=== imem_load_arbiter ===
### Logic cells by family, imem_load_arbiter

Bar = 20 um.
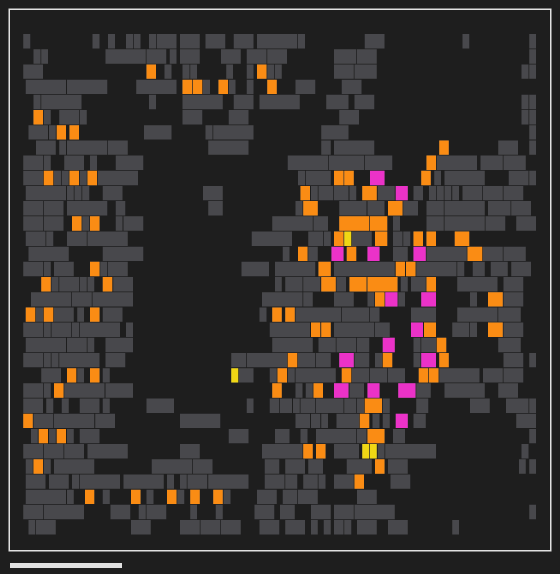

### src/rtl/imem_load_arbiter.sv
// ---------------------------------------------------------------------------
// imem_load_arbiter
//
// Owns the single instruction-memory port and shares it between the pipeline
// fetch stage (reads) and a program loader (word-by-word writes). A reload
// stalls the CPU, streams words into memory from address 0, then spends one
// FLUSH cycle pulsing ld_done and cpu_restart so the pipeline refetches from
// PC 0. The memory array reads combinationally; this block registers the
// read data so fetch latency is exactly one cycle.
//
// Optional feature macro: IMEM_LOAD_CHECKSUM_EN
//   defined     -> ld_checksum is a running modular sum of the accepted words
//                  of the current load (cleared on ld_start, held afterwards)
//   not defined -> ld_checksum is tied to 0
//
// Handshakes:
//   fetch: fetch_req/fetch_gnt is a same-cycle request/grant; fetch_valid
//          with fetch_data follows exactly one cycle after each grant.
//   load : a word transfers on every cycle where ld_valid && ld_ready are
//          both high; ld_valid may drop at any time and simply stalls.
//
// Ports:
//   clk, rst                         clock, synchronous active-high reset
//   fetch_req/addr/gnt/valid/data    IF-stage read port
//   cpu_stall, cpu_restart           pipeline hold and restart pulse
//   ld_start/len/valid/data/ready    loader command and data stream
//   ld_done, ld_checksum             completion pulse and optional sum
//   mem_addr/we/wdata/rdata          instruction memory port
//   dbg_state                        current FSM state (RUN/LOAD/FLUSH)
// ---------------------------------------------------------------------------
module imem_load_arbiter #(
   parameter int ADDR_W = 10,
   parameter int DATA_W = 32,
   parameter int DEPTH  = 1024
) (
   input  logic              clk,
   input  logic              rst,
   input  logic              fetch_req,
   input  logic [ADDR_W-1:0] fetch_addr,
   output logic              fetch_gnt,
   output logic              fetch_valid,
   output logic [DATA_W-1:0] fetch_data,
   output logic              cpu_stall,
   output logic              cpu_restart,
   input  logic              ld_start,
   input  logic [ADDR_W:0]   ld_len,
   input  logic              ld_valid,
   input  logic [DATA_W-1:0] ld_data,
   output logic              ld_ready,
   output logic              ld_done,
   output logic [DATA_W-1:0] ld_checksum,
   output logic [ADDR_W-1:0] mem_addr,
   output logic              mem_we,
   output logic [DATA_W-1:0] mem_wdata,
   input  logic [DATA_W-1:0] mem_rdata,
   output logic [1:0]        dbg_state
);

   localparam logic [1:0] ST_RUN   = 2'd0;
   localparam logic [1:0] ST_LOAD  = 2'd1;
   localparam logic [1:0] ST_FLUSH = 2'd2;

   localparam logic [ADDR_W:0] LEN_MAX = (ADDR_W+1)'(DEPTH);
   localparam logic [ADDR_W:0] PTR_ONE = (ADDR_W+1)'(1);

   logic [1:0]        state_q, state_d;
   logic [ADDR_W:0]   wr_ptr_q, wr_ptr_d;
   logic [ADDR_W:0]   len_q, len_d;
   logic              fetch_valid_q, fetch_valid_d;
   logic [DATA_W-1:0] fetch_data_q, fetch_data_d;
   logic [ADDR_W:0]   len_clamped;
   logic [ADDR_W:0]   wr_ptr_inc;

   assign len_clamped = (ld_len > LEN_MAX) ? LEN_MAX : ld_len;
   assign wr_ptr_inc  = wr_ptr_q + PTR_ONE;

   always_comb begin
      state_d     = state_q;
      wr_ptr_d    = wr_ptr_q;
      len_d       = len_q;
      fetch_gnt   = 1'b0;
      cpu_stall   = 1'b0;
      cpu_restart = 1'b0;
      ld_ready    = 1'b0;
      ld_done     = 1'b0;
      mem_we      = 1'b0;
      mem_addr    = fetch_addr;
      mem_wdata   = ld_data;
      unique case (state_q)
         ST_RUN: begin
            // Loader wins a same-cycle collision with a fetch.
            fetch_gnt = fetch_req & ~ld_start;
            if (ld_start) begin
               len_d    = len_clamped;
               wr_ptr_d = '0;
               state_d  = (len_clamped == '0) ? ST_FLUSH : ST_LOAD;
            end
         end
         ST_LOAD: begin
            cpu_stall = 1'b1;
            ld_ready  = 1'b1;
            mem_addr  = wr_ptr_q[ADDR_W-1:0];
            mem_we    = ld_valid;
            if (ld_valid) begin
               wr_ptr_d = wr_ptr_inc;
               // The final word is written this cycle while we leave LOAD.
               if (wr_ptr_inc == len_q) state_d = ST_FLUSH;
            end
         end
         ST_FLUSH: begin
            cpu_stall   = 1'b1;
            ld_done     = 1'b1;
            cpu_restart = 1'b1;
            state_d     = ST_RUN;
         end
         default: state_d = ST_RUN;
      endcase
      // No grant outside RUN, so fetch_valid is already low on the first
      // RUN cycle after FLUSH.
      fetch_valid_d = fetch_gnt;
      fetch_data_d  = fetch_gnt ? mem_rdata : fetch_data_q;
   end

   always_ff @(posedge clk) begin
      if (rst) begin
         state_q       <= ST_RUN;
         wr_ptr_q      <= '0;
         len_q         <= '0;
         fetch_valid_q <= 1'b0;
         fetch_data_q  <= '0;
      end else begin
         state_q       <= state_d;
         wr_ptr_q      <= wr_ptr_d;
         len_q         <= len_d;
         fetch_valid_q <= fetch_valid_d;
         fetch_data_q  <= fetch_data_d;
      end
   end

   assign fetch_valid = fetch_valid_q;
   assign fetch_data  = fetch_data_q;
   assign dbg_state   = state_q;

`ifdef IMEM_LOAD_CHECKSUM_EN
   logic [DATA_W-1:0] csum_q, csum_d;

   always_comb begin
      csum_d = csum_q;
      if (state_q == ST_RUN && ld_start) begin
         csum_d = '0;
      end else if (state_q == ST_LOAD && ld_valid) begin
         csum_d = csum_q + ld_data;
      end
   end

   always_ff @(posedge clk) begin
      if (rst) csum_q <= '0;
      else     csum_q <= csum_d;
   end

   assign ld_checksum = csum_q;
`else
   assign ld_checksum = '0;
`endif

endmodule

### config.mk
export PLATFORM = sky130hd
export DESIGN_NAME = imem_load_arbiter
export DESIGN_NICKNAME = d
export VERILOG_FILES = /design/src/rtl/imem_load_arbiter.sv
export SDC_FILE = /design/constraint.sdc
export NUM_CORES = 1
export LEC_CHECK = 0
export CORE_MARGIN = 2
export CORE_UTILIZATION = 38
export CTS_BUF_LIST = sky130_fd_sc_hd__clkbuf_4 sky130_fd_sc_hd__clkbuf_8
export CTS_CLUSTER_DIAMETER = 100
export CTS_CLUSTER_SIZE = 8
export DETAILED_ROUTE_END_ITERATION = 7
export PLACE_DENSITY = 0.9
export SYNTH_ARGS = -nofsm -noshare
export SYNTH_HDL_FRONTEND = slang
export SYNTH_SLANG_ARGS = --single-unit
### constraint.sdc
create_clock -name clk -period 2.66 [get_ports clk]
set_input_delay 0.399 -clock clk [delete_from_list [all_inputs] [get_ports clk]]
set_output_delay 0.399 -clock clk [all_outputs]
set_load 0.02 [all_outputs]
=== wb_arbiter ===
==> config.mk <==
export PLATFORM = sky130hd
export DESIGN_NAME = wb_arbiter
export DESIGN_NICKNAME = d
export VERILOG_FILES = /design/src/rtl/wb_arbiter.sv
export SDC_FILE = /design/constraint.sdc
export NUM_CORES = 1
export LEC_CHECK = 0
export CAP_MARGIN = 25
export CORE_AREA = 2 2 140 142
export CTS_CLUSTER_SIZE = 12
export DETAILED_ROUTE_END_ITERATION = 10
export DIE_AREA = 0 0 142 144
export PLACE_DENSITY = 0.51
export REMOVE_ABC_BUFFERS = 1
export SKIP_CTS_REPAIR_TIMING = 1
export SYNTH_ARGS = -nofsm -noshare
export SYNTH_HDL_FRONTEND = slang
export SYNTH_SLANG_ARGS = --single-unit
==> constraint.sdc <==
create_clock -name clock -period 4.3 [get_ports clock]
set_input_delay 0.86 -clock clock [delete_from_list [all_inputs] [get_ports clock]]
set_output_delay 0.86 -clock clock [all_outputs]
set_load 0.005 [all_outputs]
==> src/rtl/wb_arbiter.sv <==
// -----------------------------------------------------------------------------
// wb_arbiter : writeback arbiter directly upstream of the register file.
//
// The register file has one write port. Two sources compete for it:
//   - the single-cycle ALU path (alu_*), which always wins when it can;
//   - the multi-cycle mult/div unit (md_*). If it loses, its result is parked
//     in a one-entry buffer. The buffer is forced out after it has lost
//     STARVE_LIMIT cycles in a row.
// busy_mask tracks registers with outstanding mult/div results. Decode uses it
// to stall on hazards.
//
// Handshake: a source presents *_valid with rd/data. The result is consumed in
// the same cycle when *_ready=1 (combinational). md_* is held by its producer
// until md_ready. An ALU result with alu_valid=1 and alu_ready=0 is not
// consumed.
//
// Ports:
//   clock, ctrl_reset             : clock (rising edge) and async active-high reset
//   alu_valid/alu_rd/alu_data     : ALU result in,  alu_ready out
//   md_valid/md_rd/md_data        : mult/div result in, md_ready out
//   md_issue_valid/md_issue_rd    : decode issued a mult/div op (sets busy bit)
//   ctrl_writeEnable/ctrl_writeReg/data_writeReg : registered regfile write
//   busy_mask                     : outstanding mult/div destinations
// -----------------------------------------------------------------------------
module wb_arbiter #(
  parameter int DATA_W       = 32,
  parameter int STARVE_LIMIT = 4
) (
  input  logic              clock,
  input  logic              ctrl_reset,
  input  logic              alu_valid,
  input  logic [4:0]        alu_rd,
  input  logic [DATA_W-1:0] alu_data,
  output logic              alu_ready,
  input  logic              md_valid,
  input  logic [4:0]        md_rd,
  input  logic [DATA_W-1:0] md_data,
  output logic              md_ready,
  input  logic              md_issue_valid,
  input  logic [4:0]        md_issue_rd,
  output logic              ctrl_writeEnable,
  output logic [4:0]        ctrl_writeReg,
  output logic [DATA_W-1:0] data_writeReg,
  output logic [31:0]       busy_mask
);

  typedef enum logic [1:0] {
    IDLE  = 2'd0,  // buffer empty
    PEND  = 2'd1,  // buffer full
    FORCE = 2'd2   // buffer full and starved long enough: it goes next
  } state_t;

  localparam logic [3:0] LIMIT = 4'(STARVE_LIMIT);

  state_t            state_q, state_d;
  logic [3:0]        starve_q, starve_d;
  logic [4:0]        buf_rd_q, buf_rd_d;
  logic [DATA_W-1:0] buf_data_q, buf_data_d;
  logic              we_q, we_d;
  logic [4:0]        wreg_q, wreg_d;
  logic [DATA_W-1:0] wdata_q, wdata_d;
  logic              src_md_q, src_md_d;   // registered write came from mult/div
  logic [31:0]       busy_q, busy_d;

  logic              emit;
  logic              emit_md;
  logic [4:0]        emit_rd;
  logic [DATA_W-1:0] emit_data;
  logic [3:0]        starve_inc;

  assign starve_inc = starve_q + 4'd1;

  always_comb begin
    state_d    = state_q;
    starve_d   = starve_q;
    buf_rd_d   = buf_rd_q;
    buf_data_d = buf_data_q;
    alu_ready  = 1'b0;
    md_ready   = (state_q == IDLE);
    emit       = 1'b0;
    emit_md    = 1'b0;
    emit_rd    = '0;
    emit_data  = '0;

    case (state_q)
      FORCE: begin
        emit      = 1'b1;
        emit_md   = 1'b1;
        emit_rd   = buf_rd_q;
        emit_data = buf_data_q;
        state_d   = IDLE;
        starve_d  = '0;
      end
      PEND: begin
        if (!alu_valid) begin
          emit      = 1'b1;
          emit_md   = 1'b1;
          emit_rd   = buf_rd_q;
          emit_data = buf_data_q;
          state_d   = IDLE;
          starve_d  = '0;
        end else begin
          // ALU wins; the buffered result loses one more round.
          alu_ready = 1'b1;
          emit      = 1'b1;
          emit_rd   = alu_rd;
          emit_data = alu_data;
          starve_d  = starve_inc;
          if (starve_inc == LIMIT) state_d = FORCE;
        end
      end
      default: begin  // IDLE
        if (alu_valid) begin
          alu_ready = 1'b1;
          emit      = 1'b1;
          emit_rd   = alu_rd;
          emit_data = alu_data;
          if (md_valid) begin
            // md is accepted anyway (md_ready=1) and parked.
            buf_rd_d   = md_rd;
            buf_data_d = md_data;
            state_d    = PEND;
            starve_d   = '0;
          end
        end else if (md_valid) begin
          emit      = 1'b1;
          emit_md   = 1'b1;
          emit_rd   = md_rd;
          emit_data = md_data;
        end
      end
    endcase

    // Address/data hold when nothing is emitted; r0 writes keep enable low.
    we_d     = emit && (emit_rd != 5'd0);
    wreg_d   = emit ? emit_rd   : wreg_q;
    wdata_d  = emit ? emit_data : wdata_q;
    src_md_d = emit ? emit_md   : src_md_q;

    // Clear first so a same-edge re-issue of the register wins.
    busy_d = busy_q;
    if (we_q && src_md_q) busy_d[wreg_q] = 1'b0;
    if (md_issue_valid && (md_issue_rd != 5'd0)) busy_d[md_issue_rd] = 1'b1;
  end

  always_ff @(posedge clock or posedge ctrl_reset) begin
    if (ctrl_reset) begin
      state_q    <= IDLE;
      starve_q   <= '0;
      buf_rd_q   <= '0;
      buf_data_q <= '0;
      we_q       <= 1'b0;
      wreg_q     <= '0;
      wdata_q    <= '0;
      src_md_q   <= 1'b0;
      busy_q     <= '0;
    end else begin
      state_q    <= state_d;
      starve_q   <= starve_d;
      buf_rd_q   <= buf_rd_d;
      buf_data_q <= buf_data_d;
      we_q       <= we_d;
      wreg_q     <= wreg_d;
      wdata_q    <= wdata_d;
      src_md_q   <= src_md_d;
      busy_q     <= busy_d;
    end
  end

  assign ctrl_writeEnable = we_q;
  assign ctrl_writeReg    = wreg_q;
  assign data_writeReg    = wdata_q;
  assign busy_mask        = busy_q;

endmodule

### Routed clock nets over the placement, imem_load_arbiter

Bar = 20 um.
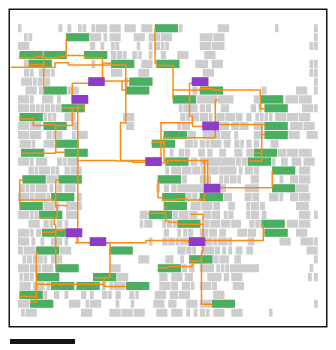
orange -> clock wires  # length 833 um
green -> flip-flops  # count 57
purple -> clock drivers  # count 9
routed clock nets = 10
flops lie = widely spread
clk_skew: 0.0120 ns
P_clk: 826 uW
Worst-Skew Late Latency: 0.34 ns
Clk network pwr share: 0.341

Notes on 'Logic cells by family' of imem_load_arbiter above:
yellow -> inverters  # cells 4
orange -> inverting AOI/OAI gates  # cells 83
magenta -> AND and OR gates  # cells 15
Finished Layout Cells: 596
Commonest Layout Cell: clkdlybuf4s50_1
logic share of the area: 0.383

==> impl_metrics.json, imem_load_arbiter <==
{
  "status": "completed",
  "nWellTaps": 105,
  "register_area_mm2": 0.00114,
  "ys_ff": 57,
  "met2_usage": 0.303,
  "pg_seq_uw": 929,
  "timing.hold.ws_ns": 0.453,
  "io_buffer_count": 108,
  "period_used_share": 0.937,
  "die_width_um": 96.7,
  "pwr-share-comb": 0.276,
  "m1WireLength_um": 3110,
  "logic_area_mm2": 0.00164,
  "final_cell_mix": "clkdlybuf4s50_1, nand2_1, dfxtp_1",
  "vias_per_cell": 5.11,
  "grt_pass1_wl_um": 13500,
  "holdBufCountCts": 0,
  "edf_count": 0,
  "firstDrtPassIters": 5,
  "drt_iter0_drc": 118,
  "grt_pass1_vias": 2999,
  "rows": 33,
  "rsz0062_at_grt": "no",
  "whs_endpoint": "fetch_data[27]$_SDFFE_PP0P_",
  "wl_per_cell_um": 13.9,
  "cp_num_cells": 6,
  "final-clk-cell-share": 0.0463,
  "root_buffer": "clkbuf_8",
  "ys_sh_xor": 0.0364,
  "buffers": 120,
  "h-tree-depth": 3,
  "track_usage": 0.176,
  "yosysWarnings": 0,
  "fillers": 735,
  "antenna_found_initial": 0,
  "dp_cells": 581,
  "synthTopCellsByArea": "dfxtp_1, buf_4, nand2_1",
  "cts-buffers-inserted": 9,
  "critical_path.startpoint": "dbg_state[1]$_SDFFE_PP0P_",
  "async_flop_share": 0,
  "final_hold_viol_count": 0,
  "p_per_area_mw_per_mm2": 564,
  "drc": 0,
  "cp-start-kind": "flop",
  "setup_tns_ns": 0,
  "tightest_slew_ns": 0.581,
  "antenna_left": 0,
  "critPathMaxFanout": 5,
  "syn_inst": 415,
  "flop_cell": "dfxtp_1",
  "die-area_mm2": 0.00935,
  "combinationalPower_uw": 669,
  "p_leak_uw": 0.00160
}
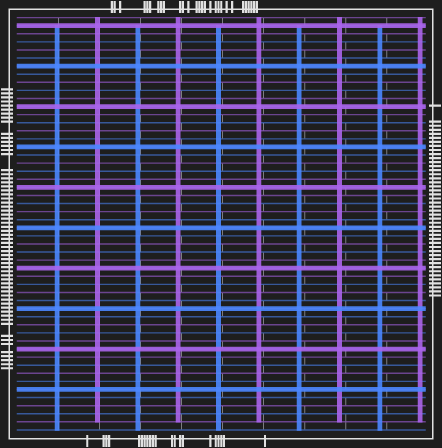
*Supply network, wb_arbiter*
Pins as bars on the die edge. Tap cells in gray.
blue -> VSS
purple -> VDD
rows = 51
signal pins = 156
met1 rails = 52
tap cells = 238
met5 straps = 10
Die X: 142 um
core area: 0.0191 mm^2
Max rail drop VDD: 304 uV
die y size: 144 um

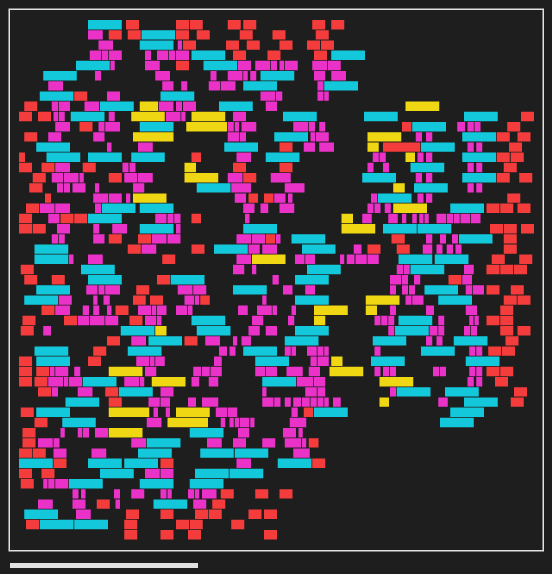
*Cells colored by class, wb_arbiter*
Bar = 50 um.
magenta -> combinational and other logic  # cells 362, share of their area 33%
yellow -> clock drivers and dummy loads  # cells 32, share of their area 8.4%
cyan -> flops  # cells 114, share of their area 37%
red -> other buffers and delay cells  # cells 165, share of their area 21%
row count: 51
Final Util: 0.420

==> impl_metrics.json, wb_arbiter <==
{
  "status": "completed",
  "wl_met3_um": 1640,
  "drt_wl_total_um": 17100,
  "dp_slack_ns": 1.45,
  "setup.worst_path.end": "alu_ready",
  "lay_top_count": "clkdlybuf4s50_1",
  "critPathMaxFanout": 21,
  "grt_start_max_net_pins": 76,
  "final_hold_viol_count": 0,
  "flops": 114,
  "warnings": 28,
  "cts_tree": "built",
  "totalPowerFinal_uw": 5400,
  "yosysTopAreaCell": "dfrtp_1",
  "p_int_uw": 3660,
  "end_kind": "output port",
  "flop_cell": "dfrtp_1",
  "area_delta_synth_final_pct": 43.3,
  "yosysSeqAreaShare": 0.510,
  "power.net_switching_uw": 1740,
  "synthTopCellsByArea": "dfrtp_1, mux2_2, o21ai_0",
  "met2_usage": 0.268,
  "clockBufferDepth": 2,
  "buffers": 165,
  "hpwlAfterDp_um": 11500,
  "ys_sh_adder": 0.0112,
  "r2r_start": "state_q[1]$_DFFE_PP0P_",
  "fillers": 1792,
  "drt_iter0_drc": 215,
  "die-area_mm2": 0.0204,
  "simple_gate_share": 0.0868,
  "hp-class": "flop to flop",
  "p_leak_uw": 0.00319,
  "syn_area_per_cell_um2": 10.9,
  "clkPwrFrac": 0.284,
  "netlist_area_mm2": 0.00559,
  "power.largest_group": "sequential cells",
  "crit_path_max_incr_delay_ns": 0.51,
  "timing.hold.ws_ns": 0.500,
  "timing.rr.end": "ctrl_writeEnable$_DFF_PP0_",
  "r2r_cells": 7,
  "path_buffers": 2,
  "cts-buffers-inserted": 17,
  "clk_pin_slew_ns": 0.05,
  "setup_tns_ns": 0,
  "antenna_left": 0,
  "yosysChipArea_mm2": 0.00559,
  "fin_area_mm2": 0.00801
}

=== atm_txn_ctrl ===
### Logic cells by family, atm_txn_ctrl

Bar = 20 um.
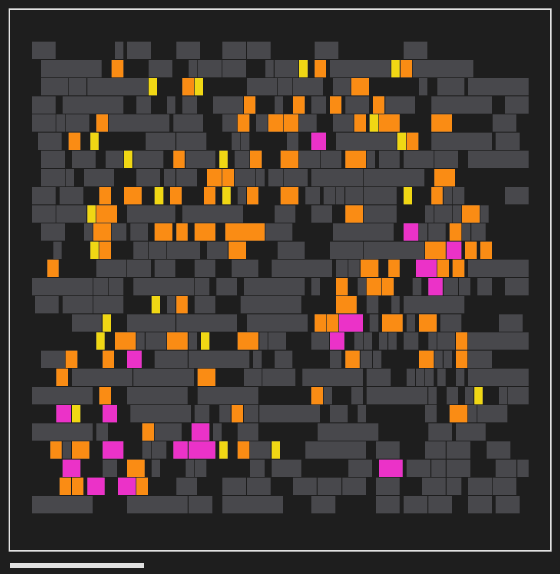

File: src/rtl/atm_pkg.sv
// Shared types for the ATM transaction controller:
// FSM states, operation select and error codes.
package atm_pkg;

  typedef enum logic [2:0] {
    S_IDLE,
    S_PIN,
    S_MENU,
    S_AMOUNT,
    S_CHECK,
    S_ISSUE,
    S_VERIFY,
    S_LOCK
  } state_t;

  typedef enum logic {
    OP_DEP,
    OP_WD
  } op_t;

  localparam logic [2:0] ERR_NONE    = 3'd0;
  localparam logic [2:0] ERR_PIN     = 3'd1;
  localparam logic [2:0] ERR_FUNDS   = 3'd2;
  localparam logic [2:0] ERR_OVF     = 3'd3;
  localparam logic [2:0] ERR_TIMEOUT = 3'd4;
  localparam logic [2:0] ERR_LIMIT   = 3'd5;

endpackage

File: src/rtl/atm_timeout_timer.sv
// Idle timer: cleared by load, flags expiry after TIMEOUT
// unloaded cycles. A load in the expiry cycle wins.
module atm_timeout_timer #(
  parameter int TIMEOUT = 1000
) (
  input  logic clk,
  input  logic rst,
  input  logic load,
  output logic expire
);

  localparam int W = (TIMEOUT > 1) ? $clog2(TIMEOUT) : 1;

  logic [W-1:0] cnt;
  logic         at_end;

  assign at_end = (cnt == W'(TIMEOUT - 1));
  assign expire = at_end && !load;

  always_ff @(posedge clk or negedge rst) begin
    if (!rst) begin
      cnt <= '0;
    end else if (load) begin
      cnt <= '0;
    end else if (!at_end) begin
      cnt <= cnt + 1'b1;
    end
  end

endmodule

File: src/rtl/atm_txn_ctrl.sv
// ATM transaction sequencer driving the balance counter.
// Define ATM_WD_LIMIT_EN to enable the per-session withdraw cap.
module atm_txn_ctrl
  import atm_pkg::*;
#(
  parameter logic [15:0] PIN_CODE  = 16'h1234,
  parameter int          MAX_TRIES = 3,
  parameter int          TIMEOUT   = 1000,
  parameter logic [7:0]  WD_LIMIT  = 8'd200
) (
  input  logic        clk,
  input  logic        rst,
  input  logic        card_in,
  input  logic        pin_vld,
  input  logic [15:0] pin,
  input  logic        op_dep,
  input  logic        op_wd,
  input  logic        amt_vld,
  input  logic [7:0]  amt,
  input  logic [7:0]  balance,
  output logic        inc,
  output logic        dec,
  output logic [7:0]  amount,
  output logic        card_eject,
  output logic        locked,
  output logic        txn_ok,
  output logic        txn_err,
  output logic [2:0]  err_code
);

  localparam logic [2:0] TRY_MAX = 3'(MAX_TRIES);

  state_t     state;
  op_t        op;
  logic [2:0] tries;
  logic [7:0] expect_bal;
  logic [2:0] chk_err;
  logic [8:0] dep_sum;
  logic       timed;
  logic       strobe;
  logic       expire;

  assign timed   = (state == S_PIN) || (state == S_MENU)
                || (state == S_AMOUNT);
  assign strobe  = pin_vld || op_dep || op_wd || amt_vld;
  assign dep_sum = {1'b0, balance} + {1'b0, amount};

  atm_timeout_timer #(
    .TIMEOUT(TIMEOUT)
  ) u_timer (
    .clk   (clk),
    .rst   (rst),
    .load  (!timed || strobe),
    .expire(expire)
  );

`ifdef ATM_WD_LIMIT_EN
  logic [8:0] wd_sum;
  logic [9:0] lim_sum;
  assign lim_sum = {1'b0, wd_sum} + {2'b0, amount};
`endif

  always_comb begin
    chk_err = ERR_NONE;
    if (op == OP_DEP) begin
      if (amount == 8'd0 || dep_sum[8]) chk_err = ERR_OVF;
    end else if (amount == 8'd0 || amount > balance) begin
      chk_err = ERR_FUNDS;
    end
`ifdef ATM_WD_LIMIT_EN
    else if (lim_sum > {2'b0, WD_LIMIT}) begin
      chk_err = ERR_LIMIT;
    end
`endif
  end

  always_ff @(posedge clk or negedge rst) begin
    if (!rst) begin
      state      <= S_IDLE;
      op         <= OP_DEP;
      tries      <= '0;
      expect_bal <= '0;
      amount     <= '0;
      inc        <= 1'b0;
      dec        <= 1'b0;
      card_eject <= 1'b0;
      locked     <= 1'b0;
      txn_ok     <= 1'b0;
      txn_err    <= 1'b0;
      err_code   <= ERR_NONE;
`ifdef ATM_WD_LIMIT_EN
      wd_sum     <= '0;
`endif
    end else begin
      inc        <= 1'b0;
      dec        <= 1'b0;
      card_eject <= 1'b0;
      txn_ok     <= 1'b0;
      txn_err    <= 1'b0;
      unique case (state)
        S_IDLE: begin
          tries <= '0;
`ifdef ATM_WD_LIMIT_EN
          wd_sum <= '0;
`endif
          if (card_in) state <= S_PIN;
        end
        S_PIN: begin
          if (!card_in) begin
            state <= S_IDLE;
          end else if (expire) begin
            card_eject <= 1'b1;
            err_code   <= ERR_TIMEOUT;
            state      <= S_IDLE;
          end else if (pin_vld) begin
            if (pin == PIN_CODE) begin
              tries <= '0;
              state <= S_MENU;
            end else begin
              txn_err  <= 1'b1;
              err_code <= ERR_PIN;
              tries    <= tries + 3'd1;
              // Card is retained once tries run out
              if (tries + 3'd1 == TRY_MAX) begin
                locked <= 1'b1;
                state  <= S_LOCK;
              end
            end
          end
        end
        S_MENU: begin
          if (!card_in || expire) begin
            card_eject <= 1'b1;
            if (card_in) err_code <= ERR_TIMEOUT;
            state <= S_IDLE;
          end else if (op_dep) begin
            op    <= OP_DEP;
            state <= S_AMOUNT;
          end else if (op_wd) begin
            op    <= OP_WD;
            state <= S_AMOUNT;
          end
        end
        S_AMOUNT: begin
          if (!card_in) begin
            state <= S_IDLE;
          end else if (expire) begin
            card_eject <= 1'b1;
            err_code   <= ERR_TIMEOUT;
            state      <= S_IDLE;
          end else if (amt_vld) begin
            amount <= amt;
            state  <= S_CHECK;
          end
        end
        S_CHECK: begin
          if (!card_in) begin
            state <= S_IDLE;
          end else if (chk_err != ERR_NONE) begin
            txn_err  <= 1'b1;
            err_code <= chk_err;
            state    <= S_MENU;
          end else begin
            expect_bal <= (op == OP_DEP) ? balance + amount
                                         : balance - amount;
            inc   <= (op == OP_DEP);
            dec   <= (op == OP_WD);
            state <= S_ISSUE;
          end
        end
        S_ISSUE: state <= S_VERIFY;
        S_VERIFY: begin
          if (balance == expect_bal) begin
            txn_ok   <= 1'b1;
            err_code <= ERR_NONE;
`ifdef ATM_WD_LIMIT_EN
            if (op == OP_WD) wd_sum <= wd_sum + {1'b0, amount};
`endif
          end else begin
            txn_err  <= 1'b1;
            err_code <= ERR_OVF;
          end
          state <= S_MENU;
        end
        S_LOCK: locked <= 1'b1;
        default: state <= S_IDLE;
      endcase
    end
  end

endmodule

File: config.mk
export PLATFORM = sky130hd
export DESIGN_NAME = atm_txn_ctrl
export DESIGN_NICKNAME = d
export VERILOG_FILES = /design/src/rtl/atm_pkg.sv /design/src/rtl/atm_timeout_timer.sv /design/src/rtl/atm_txn_ctrl.sv
export SDC_FILE = /design/constraint.sdc
export NUM_CORES = 1
export LEC_CHECK = 0
export CAP_MARGIN = 20
export CORE_MARGIN = 3
export CORE_UTILIZATION = 53
export CTS_CLUSTER_SIZE = 25
export DETAILED_ROUTE_END_ITERATION = 10
export PLACE_DENSITY_LB_ADDON = 0.08
export SYNTH_ARGS = -nofsm -noshare
export SYNTH_HDL_FRONTEND = slang
export SYNTH_HIERARCHICAL = 1
export SYNTH_SLANG_ARGS = --single-unit
export TNS_END_PERCENT = 30
File: constraint.sdc
create_clock -name clk -period 3.4 [get_ports clk]
set_input_delay 0.34 -clock clk [delete_from_list [all_inputs] [get_ports clk]]
set_output_delay 0.34 -clock clk [all_outputs]
set_load 0.005 [all_outputs]
=== axis_detector_run_ctrl_flat ===
**config.mk**
```make
export PLATFORM = sky130hd
export DESIGN_NAME = axis_detector_run_ctrl_flat
export DESIGN_NICKNAME = d
export VERILOG_FILES = /design/src/rtl/axis_detector_run_ctrl_if.sv /design/src/rtl/axis_detector_run_ctrl.sv /design/src/flat_wrapper.sv
export SDC_FILE = /design/constraint.sdc
export NUM_CORES = 1
export LEC_CHECK = 0
export CORE_ASPECT_RATIO = 0.5
export CORE_MARGIN = 5
export CORE_UTILIZATION = 59
export CTS_CLUSTER_DIAMETER = 50
export DETAILED_ROUTE_END_ITERATION = 16
export MAX_ROUTING_LAYER = met4
export PLACE_DENSITY = 0.85
export SLEW_MARGIN = 20
export SYNTH_ARGS = -nofsm -noshare
export SYNTH_HDL_FRONTEND = slang
export SYNTH_SLANG_ARGS = --single-unit
```
**constraint.sdc**
```tcl
create_clock -name aclk -period 8.1 [get_ports aclk]
set_input_delay 1.215 -clock aclk [delete_from_list [all_inputs] [get_ports aclk]]
set_output_delay 1.215 -clock aclk [all_outputs]
set_load 0.01 [all_outputs]
```
**src/rtl/axis_detector_run_ctrl_if.sv**
```systemverilog
// Stream bundle shared by the reader-side input and the DMA-side output of
// the detector run controller.
interface axis_detector_run_ctrl_if #(
  parameter int DATA_WIDTH = 128
) ();
  logic [DATA_WIDTH-1:0] tdata;
  logic                  tvalid;
  logic                  tready;

  modport master (output tdata, output tvalid, input  tready);
  modport slave  (input  tdata, input  tvalid, output tready);
endinterface

```
**src/rtl/axis_detector_run_ctrl.sv**
```systemverilog
// Run controller for the coincidence detector reader: latches the run
// configuration, sequences the reader through reset/arm/run/drain, applies a
// per-event holdoff and buffers accepted events in a FWFT FIFO toward a
// back-pressured consumer. Accepted/dropped counts and state go out on sts_data.
module axis_detector_run_ctrl #(
  parameter int FIFO_ADDR_WIDTH = 2,
  parameter int ARM_CYCLES      = 8
) (
  input  logic                     aclk,
  input  logic                     aresetn,
  input  logic [95:0]              cfg_data,
  input  logic                     start,
  input  logic                     stop,
  output logic [10:0]              det_cfg_data,
  output logic                     det_resetn,
  axis_detector_run_ctrl_if.slave  s_axis,
  axis_detector_run_ctrl_if.master m_axis,
  output logic [95:0]              sts_data
);

  localparam int DEPTH = 1 << FIFO_ADDR_WIDTH;
  localparam int ARM_W = (ARM_CYCLES > 1) ? $clog2(ARM_CYCLES) : 1;

  typedef enum logic [1:0] {
    S_IDLE  = 2'd0,
    S_ARM   = 2'd1,
    S_RUN   = 2'd2,
    S_DRAIN = 2'd3
  } state_t;

  // Control state
  state_t             r_state;
  logic [ARM_W-1:0]   r_arm_cnt;
  logic [15:0]        r_cfg_holdoff;
  logic [31:0]        r_cfg_max;
  logic [31:0]        r_cfg_dur;
  logic [10:0]        r_det_cfg;
  logic               r_det_resetn;
  logic [31:0]        r_elapsed;
  logic [15:0]        r_holdoff_cnt;
  logic [31:0]        r_accepted;
  logic [31:0]        r_dropped;
  logic [95:0]        r_sts;

  // FIFO state
  logic [127:0]               r_mem [DEPTH];
  logic [FIFO_ADDR_WIDTH-1:0] r_wr_ptr;
  logic [FIFO_ADDR_WIDTH-1:0] r_rd_ptr;
  logic [FIFO_ADDR_WIDTH:0]   r_count;

  logic        w_full;
  logic        w_eligible;
  logic        w_push;
  logic        w_drop;
  logic        w_pop;
  logic        w_arm_done;
  logic        w_exit;
  logic [31:0] w_accepted_nxt;
  logic [31:0] w_dropped_nxt;
  logic        w_unused_cfg;

  // Reserved configuration bits are intentionally not consumed.
  assign w_unused_cfg = ^cfg_data[15:11];

  // The reader has no backpressure; its event strobe is always taken.
  assign s_axis.tready = 1'b1;

  assign w_full     = (r_count == (FIFO_ADDR_WIDTH+1)'(DEPTH));
  assign w_eligible = (r_state == S_RUN) && s_axis.tvalid && (r_holdoff_cnt == 16'd0);
  assign w_push     = w_eligible && !w_full;
  assign w_drop     = w_eligible && w_full;
  assign w_pop      = m_axis.tvalid && m_axis.tready;
  assign w_arm_done = (r_arm_cnt == ARM_W'(ARM_CYCLES - 1));

  assign w_accepted_nxt = (w_push && r_accepted != 32'hFFFF_FFFF) ? r_accepted + 32'd1 : r_accepted;
  assign w_dropped_nxt  = (w_drop && r_dropped  != 32'hFFFF_FFFF) ? r_dropped  + 32'd1 : r_dropped;

  // The max-event limit compares against the count including this cycle's
  // push so the run ends right after the last wanted event.
  assign w_exit = stop
               || ((r_cfg_dur != 32'd0) && (r_elapsed == r_cfg_dur - 32'd1))
               || ((r_cfg_max != 32'd0) && (w_accepted_nxt == r_cfg_max));

  // Run sequencer: configuration latch, reader control and run counters.
  // NOTE: every register in clocked logic uses <= so all flops update from the
  // same pre-edge values regardless of statement order.
  always_ff @(posedge aclk) begin
    if (!aresetn) begin
      r_state       <= S_IDLE;
      r_arm_cnt     <= '0;
      r_cfg_holdoff <= '0;
      r_cfg_max     <= '0;
      r_cfg_dur     <= '0;
      r_det_cfg     <= '0;
      r_det_resetn  <= 1'b0;
      r_elapsed     <= '0;
      r_holdoff_cnt <= '0;
      r_accepted    <= '0;
      r_dropped     <= '0;
    end else begin
      case (r_state)
        S_IDLE: begin
          r_det_resetn <= 1'b0;
          if (start) begin
            r_cfg_holdoff <= cfg_data[31:16];
            r_cfg_max     <= cfg_data[63:32];
            r_cfg_dur     <= cfg_data[95:64];
            r_det_cfg     <= cfg_data[10:0];
            r_elapsed     <= '0;
            r_holdoff_cnt <= '0;
            r_accepted    <= '0;
            r_dropped     <= '0;
            r_arm_cnt     <= '0;
            r_det_resetn  <= 1'b1;
            r_state       <= S_ARM;
          end
        end
        S_ARM: begin
          if (w_arm_done) begin
            r_state <= S_RUN;
          end else begin
            r_arm_cnt <= r_arm_cnt + 1'b1;
          end
        end
        S_RUN: begin
          if (r_elapsed != 32'hFFFF_FFFF) begin
            r_elapsed <= r_elapsed + 32'd1;
          end
          r_accepted <= w_accepted_nxt;
          r_dropped  <= w_dropped_nxt;
          if (w_push) begin
            r_holdoff_cnt <= r_cfg_holdoff;
          end else if (r_holdoff_cnt != 16'd0) begin
            r_holdoff_cnt <= r_holdoff_cnt - 16'd1;
          end
          if (w_exit) begin
            r_det_resetn <= 1'b0;
            r_state      <= S_DRAIN;
          end
        end
        S_DRAIN: begin
          if (r_count == '0) begin
            r_state <= S_IDLE;
          end
        end
        default: r_state <= S_IDLE;
      endcase
    end
  end

  // FIFO storage write.
  // NOTE: the data array has no reset; emptiness is tracked by the pointers and
  // count, so resetting the storage would only cost routing.
  always_ff @(posedge aclk) begin
    if (w_push) begin
      r_mem[r_wr_ptr] <= s_axis.tdata;
    end
  end

  // FIFO pointers and occupancy; pointers wrap naturally modulo depth.
  always_ff @(posedge aclk) begin
    if (!aresetn) begin
      r_wr_ptr <= '0;
      r_rd_ptr <= '0;
      r_count  <= '0;
    end else begin
      if (w_push) r_wr_ptr <= r_wr_ptr + 1'b1;
      if (w_pop)  r_rd_ptr <= r_rd_ptr + 1'b1;
      case ({w_push, w_pop})
        2'b10:   r_count <= r_count + 1'b1;
        2'b01:   r_count <= r_count - 1'b1;
        default: r_count <= r_count;
      endcase
    end
  end

  // Status snapshot, one cycle behind the counters it reports.
  always_ff @(posedge aclk) begin
    if (!aresetn) begin
      r_sts <= '0;
    end else begin
      r_sts <= {30'd0, r_state, r_dropped, r_accepted};
    end
  end

  assign m_axis.tdata  = r_mem[r_rd_ptr];
  assign m_axis.tvalid = (r_count != '0);
  assign det_cfg_data  = r_det_cfg;
  assign det_resetn    = r_det_resetn;
  assign sts_data      = r_sts;

endmodule
```
**src/flat_wrapper.sv**
```systemverilog
// flat-port wrapper written by rule: the top's interface ports become plain ports
module axis_detector_run_ctrl_flat 
#(
  parameter int FIFO_ADDR_WIDTH = 2,
  parameter int ARM_CYCLES      = 8
)
  (aclk, aresetn, cfg_data, start, stop, det_cfg_data, det_resetn, sts_data, s_axis_tdata, s_axis_tvalid, s_axis_tready, m_axis_tdata, m_axis_tvalid, m_axis_tready);
  axis_detector_run_ctrl_if s_axis_i ();
  axis_detector_run_ctrl_if m_axis_i ();
  input  logic aclk;
  input  logic aresetn;
  input  logic [95:0] cfg_data;
  input  logic start;
  input  logic stop;
  output logic [10:0] det_cfg_data;
  output logic det_resetn;
  output logic [95:0] sts_data;
  input wire logic [$bits(s_axis_i.tdata)-1:0] s_axis_tdata;
  input wire logic [$bits(s_axis_i.tvalid)-1:0] s_axis_tvalid;
  output wire logic [$bits(s_axis_i.tready)-1:0] s_axis_tready;
  output wire logic [$bits(m_axis_i.tdata)-1:0] m_axis_tdata;
  output wire logic [$bits(m_axis_i.tvalid)-1:0] m_axis_tvalid;
  input wire logic [$bits(m_axis_i.tready)-1:0] m_axis_tready;
  assign s_axis_i.tdata = s_axis_tdata;
  assign s_axis_i.tvalid = s_axis_tvalid;
  assign s_axis_tready = s_axis_i.tready;
  assign m_axis_tdata = m_axis_i.tdata;
  assign m_axis_tvalid = m_axis_i.tvalid;
  assign m_axis_i.tready = m_axis_tready;
  axis_detector_run_ctrl #(.FIFO_ADDR_WIDTH(FIFO_ADDR_WIDTH), .ARM_CYCLES(ARM_CYCLES)) u_core (.aclk(aclk), .aresetn(aresetn), .cfg_data(cfg_data), .start(start), .stop(stop), .det_cfg_data(det_cfg_data), .det_resetn(det_resetn), .s_axis(s_axis_i), .m_axis(m_axis_i), .sts_data(sts_data));
endmodule
```
=== uart_tx ===
File: src/rtl/uart_pkg.sv
`default_nettype none
// ============================================================================
// Module   : uart_pkg
// Brief    : UART state encodings and bit-timing helpers shared by TX and RX.
// Revision : 1.0 - initial release
// ============================================================================
package uart_pkg;

   typedef logic [2:0] state_t;

   localparam state_t c_ST_IDLE   = 3'd0;
   localparam state_t c_ST_START  = 3'd1;
   localparam state_t c_ST_DATA   = 3'd2;
   localparam state_t c_ST_PARITY = 3'd3;
   localparam state_t c_ST_STOP   = 3'd4;

   // Rounded to the nearest clock so the baud error stays symmetric.
   function automatic int bit_time(input int clk_freq, input int baud_rate);
      return (clk_freq + baud_rate / 2) / baud_rate;
   endfunction

   function automatic int cnt_width(input int bit_t);
      return $clog2(bit_t) + 1;
   endfunction

endpackage
`default_nettype wire

File: src/rtl/uart_tx_baud_tick.sv
`default_nettype none
// ============================================================================
// Module   : uart_tx_baud_tick
// Brief    : Bit-period counter 0..BIT_TIME-1 with clear; one-cycle end-of-bit tick.
// Revision : 1.0 - initial release
// ============================================================================
module uart_tx_baud_tick #(
   parameter int BIT_TIME = 10,
   parameter int CNT_W    = 5
) (
   input  logic i_clk,
   input  logic i_rst,
   input  logic i_clr,
   output logic o_tick
);

   localparam logic [CNT_W-1:0] c_LAST = CNT_W'(BIT_TIME - 1);

   logic [CNT_W-1:0] r_cnt;
   logic             w_tick;

   assign w_tick = (r_cnt == c_LAST);
   assign o_tick = w_tick;

   always_ff @(posedge i_clk) begin
      if (i_rst || i_clr) begin
         r_cnt <= '0;
      end else if (w_tick) begin
         r_cnt <= '0;
      end else begin
         r_cnt <= r_cnt + CNT_W'(1);
      end
   end

endmodule
`default_nettype wire

File: src/rtl/uart_tx.sv
`default_nettype none
// ============================================================================
// Module   : uart_tx
// Brief    : 8N1 UART transmitter; define UART_TX_PARITY_EN for an even parity bit.
// Revision : 1.0 - initial release
// ============================================================================
module uart_tx
   import uart_pkg::*;
#(
   parameter int CLK_FREQ  = 80_000_000,
   parameter int BAUD_RATE = 115200
) (
   input  logic       i_clk,
   input  logic       i_rst,
   input  logic [7:0] i_data,
   input  logic       i_valid,
   output logic       o_ready,
   output logic       o_tx,
   output logic       o_tx_busy,
   output logic       o_tx_done,
   output logic [2:0] o_state_debug
);

   localparam int c_BIT_TIME = bit_time(CLK_FREQ, BAUD_RATE);
   localparam int c_CNT_W    = cnt_width(c_BIT_TIME);

   state_t     r_state;
   state_t     w_next;
   logic       w_idle;
   logic       w_tick;
   logic       w_tx;
   logic       w_stop_end;
   logic [7:0] r_shift;
   logic [2:0] r_bit_idx;
   logic       r_tx;
   logic       r_stop_end;
   logic       r_done;

   assign w_idle = (r_state == c_ST_IDLE);

   // Counter is held at zero while idle, so acceptance starts a fresh bit period.
   uart_tx_baud_tick #(
      .BIT_TIME (c_BIT_TIME),
      .CNT_W    (c_CNT_W)
   ) u_baud_tick (
      .i_clk  (i_clk),
      .i_rst  (i_rst),
      .i_clr  (w_idle),
      .o_tick (w_tick)
   );

   always_ff @(posedge i_clk) begin
      if (i_rst) begin
         r_state <= c_ST_IDLE;
      end else begin
         r_state <= w_next;
      end
   end

   always_comb begin
      w_next = r_state;
      case (r_state)
         c_ST_IDLE:   if (i_valid) w_next = c_ST_START;
         c_ST_START:  if (w_tick) w_next = c_ST_DATA;
         c_ST_DATA: begin
            if (w_tick && (r_bit_idx == 3'd7)) begin
`ifdef UART_TX_PARITY_EN
               w_next = c_ST_PARITY;
`else
               w_next = c_ST_STOP;
`endif
            end
         end
`ifdef UART_TX_PARITY_EN
         c_ST_PARITY: if (w_tick) w_next = c_ST_STOP;
`endif
         c_ST_STOP:   if (w_tick) w_next = c_ST_IDLE;
         default:     w_next = c_ST_IDLE;
      endcase
   end

   always_comb begin
      w_tx       = 1'b1;
      w_stop_end = 1'b0;
      case (r_state)
         c_ST_START:  w_tx = 1'b0;
         c_ST_DATA:   w_tx = r_shift[r_bit_idx];
`ifdef UART_TX_PARITY_EN
         c_ST_PARITY: w_tx = ^r_shift;
`endif
         c_ST_STOP:   w_stop_end = w_tick;
         default:     w_tx = 1'b1;
      endcase
   end

   // Done trails the wire's stop bit by one cycle so it lands one full frame after the fall.
   always_ff @(posedge i_clk) begin
      if (i_rst) begin
         r_shift    <= '0;
         r_bit_idx  <= '0;
         r_tx       <= 1'b1;
         r_stop_end <= 1'b0;
         r_done     <= 1'b0;
      end else begin
         r_tx       <= w_tx;
         r_stop_end <= w_stop_end;
         r_done     <= r_stop_end;
         if (w_idle && i_valid) begin
            r_shift <= i_data;
         end
         if ((r_state == c_ST_DATA) && w_tick) begin
            r_bit_idx <= (r_bit_idx == 3'd7) ? 3'd0 : r_bit_idx + 3'd1;
         end
      end
   end

   assign o_ready       = w_idle;
   assign o_tx          = r_tx;
   assign o_tx_busy     = ~w_idle;
   assign o_tx_done     = r_done;
   assign o_state_debug = r_state;

endmodule
`default_nettype wire

File: config.mk
export PLATFORM = sky130hd
export DESIGN_NAME = uart_tx
export DESIGN_NICKNAME = d
export VERILOG_FILES = /design/src/rtl/uart_pkg.sv /design/src/rtl/uart_tx_baud_tick.sv /design/src/rtl/uart_tx.sv
export SDC_FILE = /design/constraint.sdc
export NUM_CORES = 1
export LEC_CHECK = 0
export ABC_AREA = 1
export ABC_CLOCK_PERIOD_IN_PS = 4300
export CORE_AREA = 2 2 52 54
export CTS_BUF_LIST = sky130_fd_sc_hd__clkbuf_16
export DETAILED_ROUTE_END_ITERATION = 16
export DIE_AREA = 0 0 54 56
export GPL_TIMING_DRIVEN = 0
export PLACE_DENSITY = 0.87
export SYNTH_ARGS = -nofsm -noshare
export SYNTH_HDL_FRONTEND = slang
export SYNTH_SLANG_ARGS = --single-unit
File: constraint.sdc
create_clock -name i_clk -period 4.3 [get_ports i_clk]
set_clock_uncertainty 0.1 [all_clocks]
set_input_delay 0.86 -clock i_clk [delete_from_list [all_inputs] [get_ports i_clk]]
set_output_delay 0.86 -clock i_clk [all_outputs]
set_load 0.02 [all_outputs]
### Supply network, axis_detector_run_ctrl_flat

Pins as bars on the die edge. Tap cells in gray.
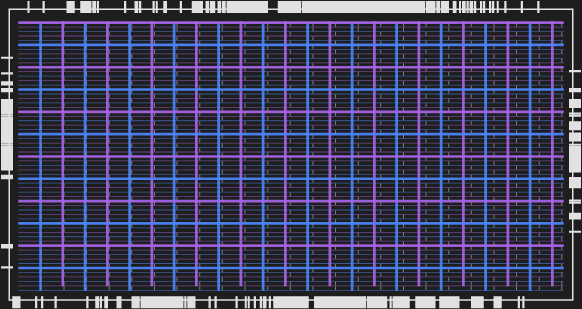
purple -> VDD
blue -> VSS
signal pins = 468
met4 straps = 24
die y size: 176 um
Max rail drop VDD: 162 uV
Die X: 343 um
core area: 0.0543 mm^2

==> impl_metrics.json, axis_detector_run_ctrl_flat <==
{
  "power.net_switching_uw": 3110,
  "wl_per_cell_um": 23.9,
  "flops": 796,
  "drt_wl_total_um": 87800,
  "m1WireLength_um": 33400,
  "h-tree-depth": 3,
  "grt_busiest_layer": "met2",
  "lay_top_count": "edfxtp_1",
  "setup_tns_ns": 0,
  "register_area_mm2": 0.0211,
  "rsz0062_at_grt": "no",
  "dpl_cell_area_mm2": 0.0376,
  "pwr-share-comb": 0.238,
  "met2_usage": 0.496,
  "p_leak_uw": 0.0132,
  "holdBufCountCts": 0,
  "die-area_mm2": 0.0604,
  "cp_top_family": "buffers and inverters",
  "post-cts-setup-buffers": 0,
  "synthTopCellsByArea": "edfxtp_1, dfxtp_1, mux4_2",
  "hp-class": "flop to flop",
  "buffers": 457,
  "end_kind": "output port",
  "hpwlAfterDp_um": 56300,
  "grt.overflow.total": 0,
  "setup.worst_path.end": "m_axis_tdata[91]",
  "dp_slack_ns": 3.26,
  "nMultiInputCombCells": 1506,
  "timing.hold.ws_ns": 0.455,
  "wl_met2_um": 45300,
  "fmax_mhz": 211,
  "r2r_start": "u_core.r_state[0]$_SDFFE_PN0P_",
  "cp_slowest_cell": "dfxtp_4",
  "clkLatencyLatePin_ns": 0.62,
  "wl_met3_um": 5160,
  "top_area_cell_class": "sequential cells",
  "yosysSeqAreaShare": 0.645,
  "firstDrtPassIters": 5,
  "min_period_ns": 4.74,
  "num_vias": 22138,
  "yosysTopAreaCell": "edfxtp_1",
  "utilization": 0.734,
  "cp.required_ns": 6.88,
  "whs_endpoint": "u_core.det_cfg_data[8]$_SDFFE_PN0P_",
  "largest_reg_flops": 512,
  "ys_sh_mux": 0.0908,
  "grt_pass1_vias": 21867,
  "synth_stat.cells": 2466,
  "setup_ws_ns": 3.36,
  "compound_area_frac": 0.0594,
  "status": "completed",
  "crit_path_max_incr_delay_ns": 0.95,
  "tightest_slew_ns": 1.11,
  "flop_cell": "edfxtp_1",
  "top_logic_kind": "simple AND/OR/NAND/NOR gates",
  "path_buffers": 2,
  "syn_area_per_cell_um2": 13.2,
  "r2r_cells": 12,
  "slew_violations": 0,
  "yosysUniqueCellTypes": 83,
  "rows": 60,
  "drt_iter0_drc": 2314,
  "cts_resized": 0,
  "combinationalPower_uw": 2530,
  "ys_sh_adder": 0.00751,
  "p_int_uw": 7520
}
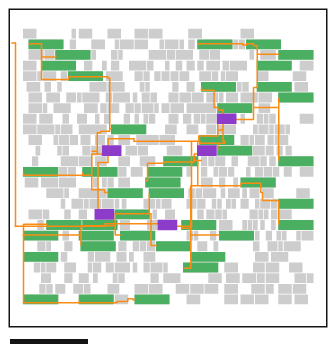
*Routed clock nets over the placement, atm_txn_ctrl*
Bar = 20 um.
purple -> clock drivers  # count 5
green -> flip-flops  # count 42
orange -> clock wires  # length 592 um
flops lie = widely spread
Clk network pwr share: 0.134
clk_skew: 0.00378 ns
P_clk: 348 uW
Worst-Skew Late Latency: 0.30 ns

About 'Logic cells by family' of atm_txn_ctrl:
yellow -> inverters  # cells 22
magenta -> AND and OR gates  # cells 18
orange -> inverting AOI/OAI gates  # cells 83
Commonest Layout Cell: clkdlybuf4s50_1
Finished Layout Cells: 464
logic share of the area: 0.479

==> impl_metrics.json, atm_txn_ctrl <==
{
  "fillers": 444,
  "totalPowerFinal_uw": 2600,
  "top_layer_used": "met4",
  "wl_met3_um": 324,
  "top_area_cell_class": "logic gates",
  "status": "completed",
  "fp_util": 0.564,
  "edf_count": 0,
  "largestRegisters": "u_timer/cnt x10, amount x8, expect_bal x8",
  "nWellTaps": 70,
  "h-tree-depth": 2,
  "area_delta_synth_final_pct": 23.7,
  "setup_ws_ns": 0.654,
  "drt_iter0_drc": 124,
  "synthTopCellsByArea": "dfrtp_1, ha_1, o21ai_0"
}
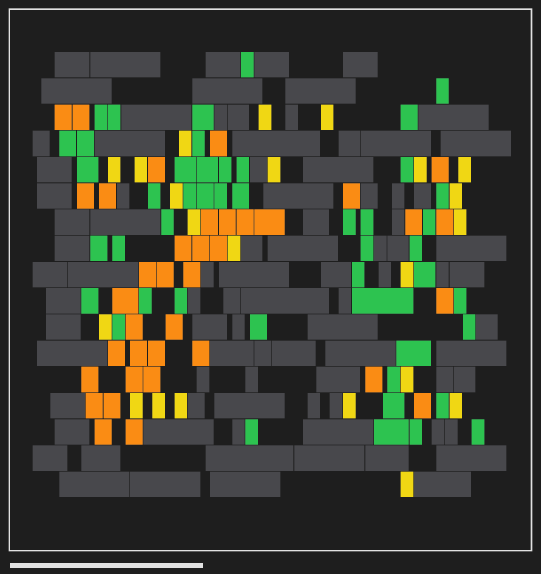
*Logic cells by family, uart_tx*
Bar = 20 um.
yellow -> inverters  # cells 22
green -> NAND gates  # cells 47
orange -> inverting AOI/OAI gates  # cells 37
logic share of the area: 0.399
Commonest Layout Cell: nand2_1
Finished Layout Cells: 224

==> impl_metrics.json, uart_tx <==
{
  "fp_util": 0.535,
  "drc": 0,
  "grt_start_max_net_pins": 16,
  "die-area_mm2": 0.00302,
  "buffer_area_frac": 0.120,
  "combinationalPower_uw": 266,
  "largestRegisters": "u_baud_tick.r_cnt x11, r_shift x8",
  "drt_wl_total_um": 2680,
  "period_used_share": 0.598,
  "clockBufferDepth": 2,
  "final_cell_mix": "nand2_1, dfxtp_1, a21oi_1",
  "timing.hold.ws_ns": 0.310,
  "nMultiInputCombCells": 120,
  "power.largest_group": "sequential cells",
  "synthTopCellsByArea": "dfxtp_1, nand2_1, a21oi_1",
  "vdd_drop_max_uv": 407,
  "clkLatencyLatePin_ns": 0.26,
  "synth_stat.cells": 174,
  "cp-start-kind": "flop",
  "top_area_cell_class": "logic gates",
  "rows": 18,
  "final_hold_viol_count": 0,
  "status": "completed",
  "nWellTaps": 30,
  "async_flop_share": 0,
  "num_io_pins": 18,
  "ys_sh_xor": 0.00673,
  "die_width_um": 54,
  "grt_pass1_wl_um": 4750,
  "warnings": 27,
  "root_buffer": "clkbuf_16",
  "cp_cell_sequence": "nor2_2 -> nand2_2 -> inv_2 -> clkdlybuf4s50_1",
  "ys_sh_mux": 0,
  "post-cts-setup-buffers": 0
}

==> layout pictures side by side <==
Cells colored by class.
panel A
Bar = 20 um.
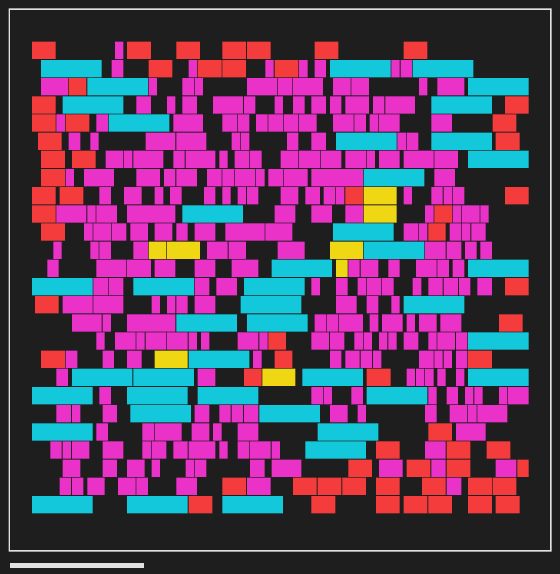
panel B
Bar = 20 um.
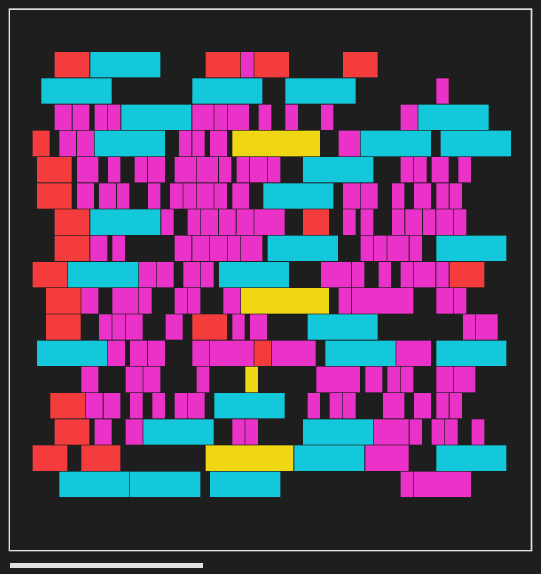
panel C
Bar = 100 um.
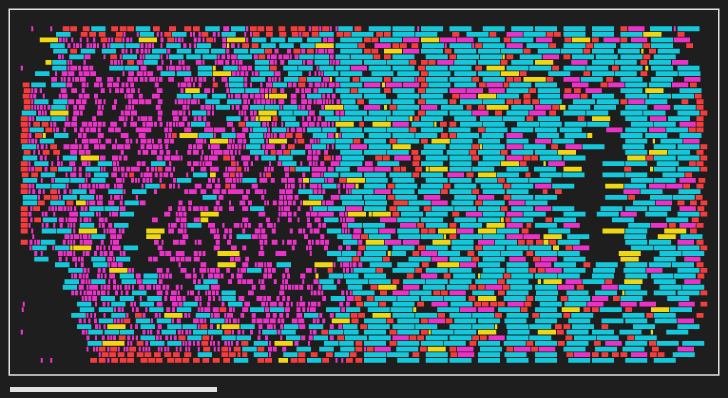
uart_tx -> panel B
atm_txn_ctrl -> panel A
axis_detector_run_ctrl_flat -> panel C
The one with the most sequential cells is panel C.
The one with the smallest die is panel B.

Key to panel B:
cyan -> flops  # cells 28, share of their area 36%
red -> other buffers and delay cells  # cells 20, share of their area 12%
magenta -> combinational and other logic  # cells 142, share of their area 46%
yellow -> clock drivers and dummy loads  # cells 4, share of their area 5.1%



==> notes/layouts.md <==
Pictures saved along the way, in no particular order.

Routed clock nets over the placement.
(a)
Bar = 50 um.
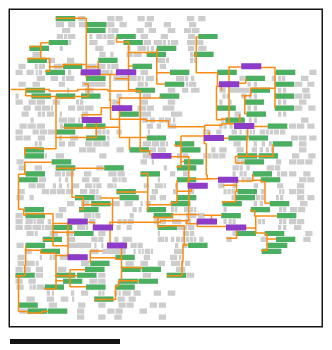
(b)
Bar = 20 um.
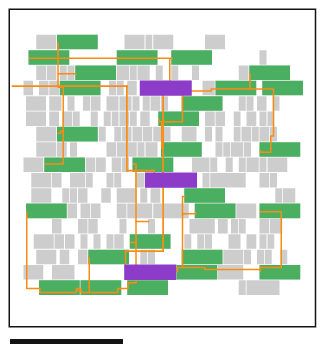
(c)
Bar = 100 um.
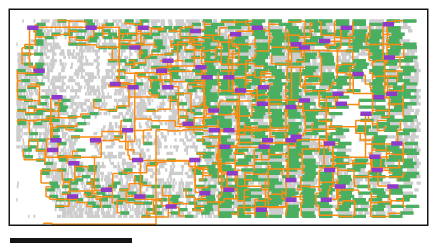
Of these, smallest die: (b)
Of these, most sequential cells: (c)
- (b) = uart_tx
- (c) = axis_detector_run_ctrl_flat
- (a) = wb_arbiter

Power and IR drop assume default switching activity.
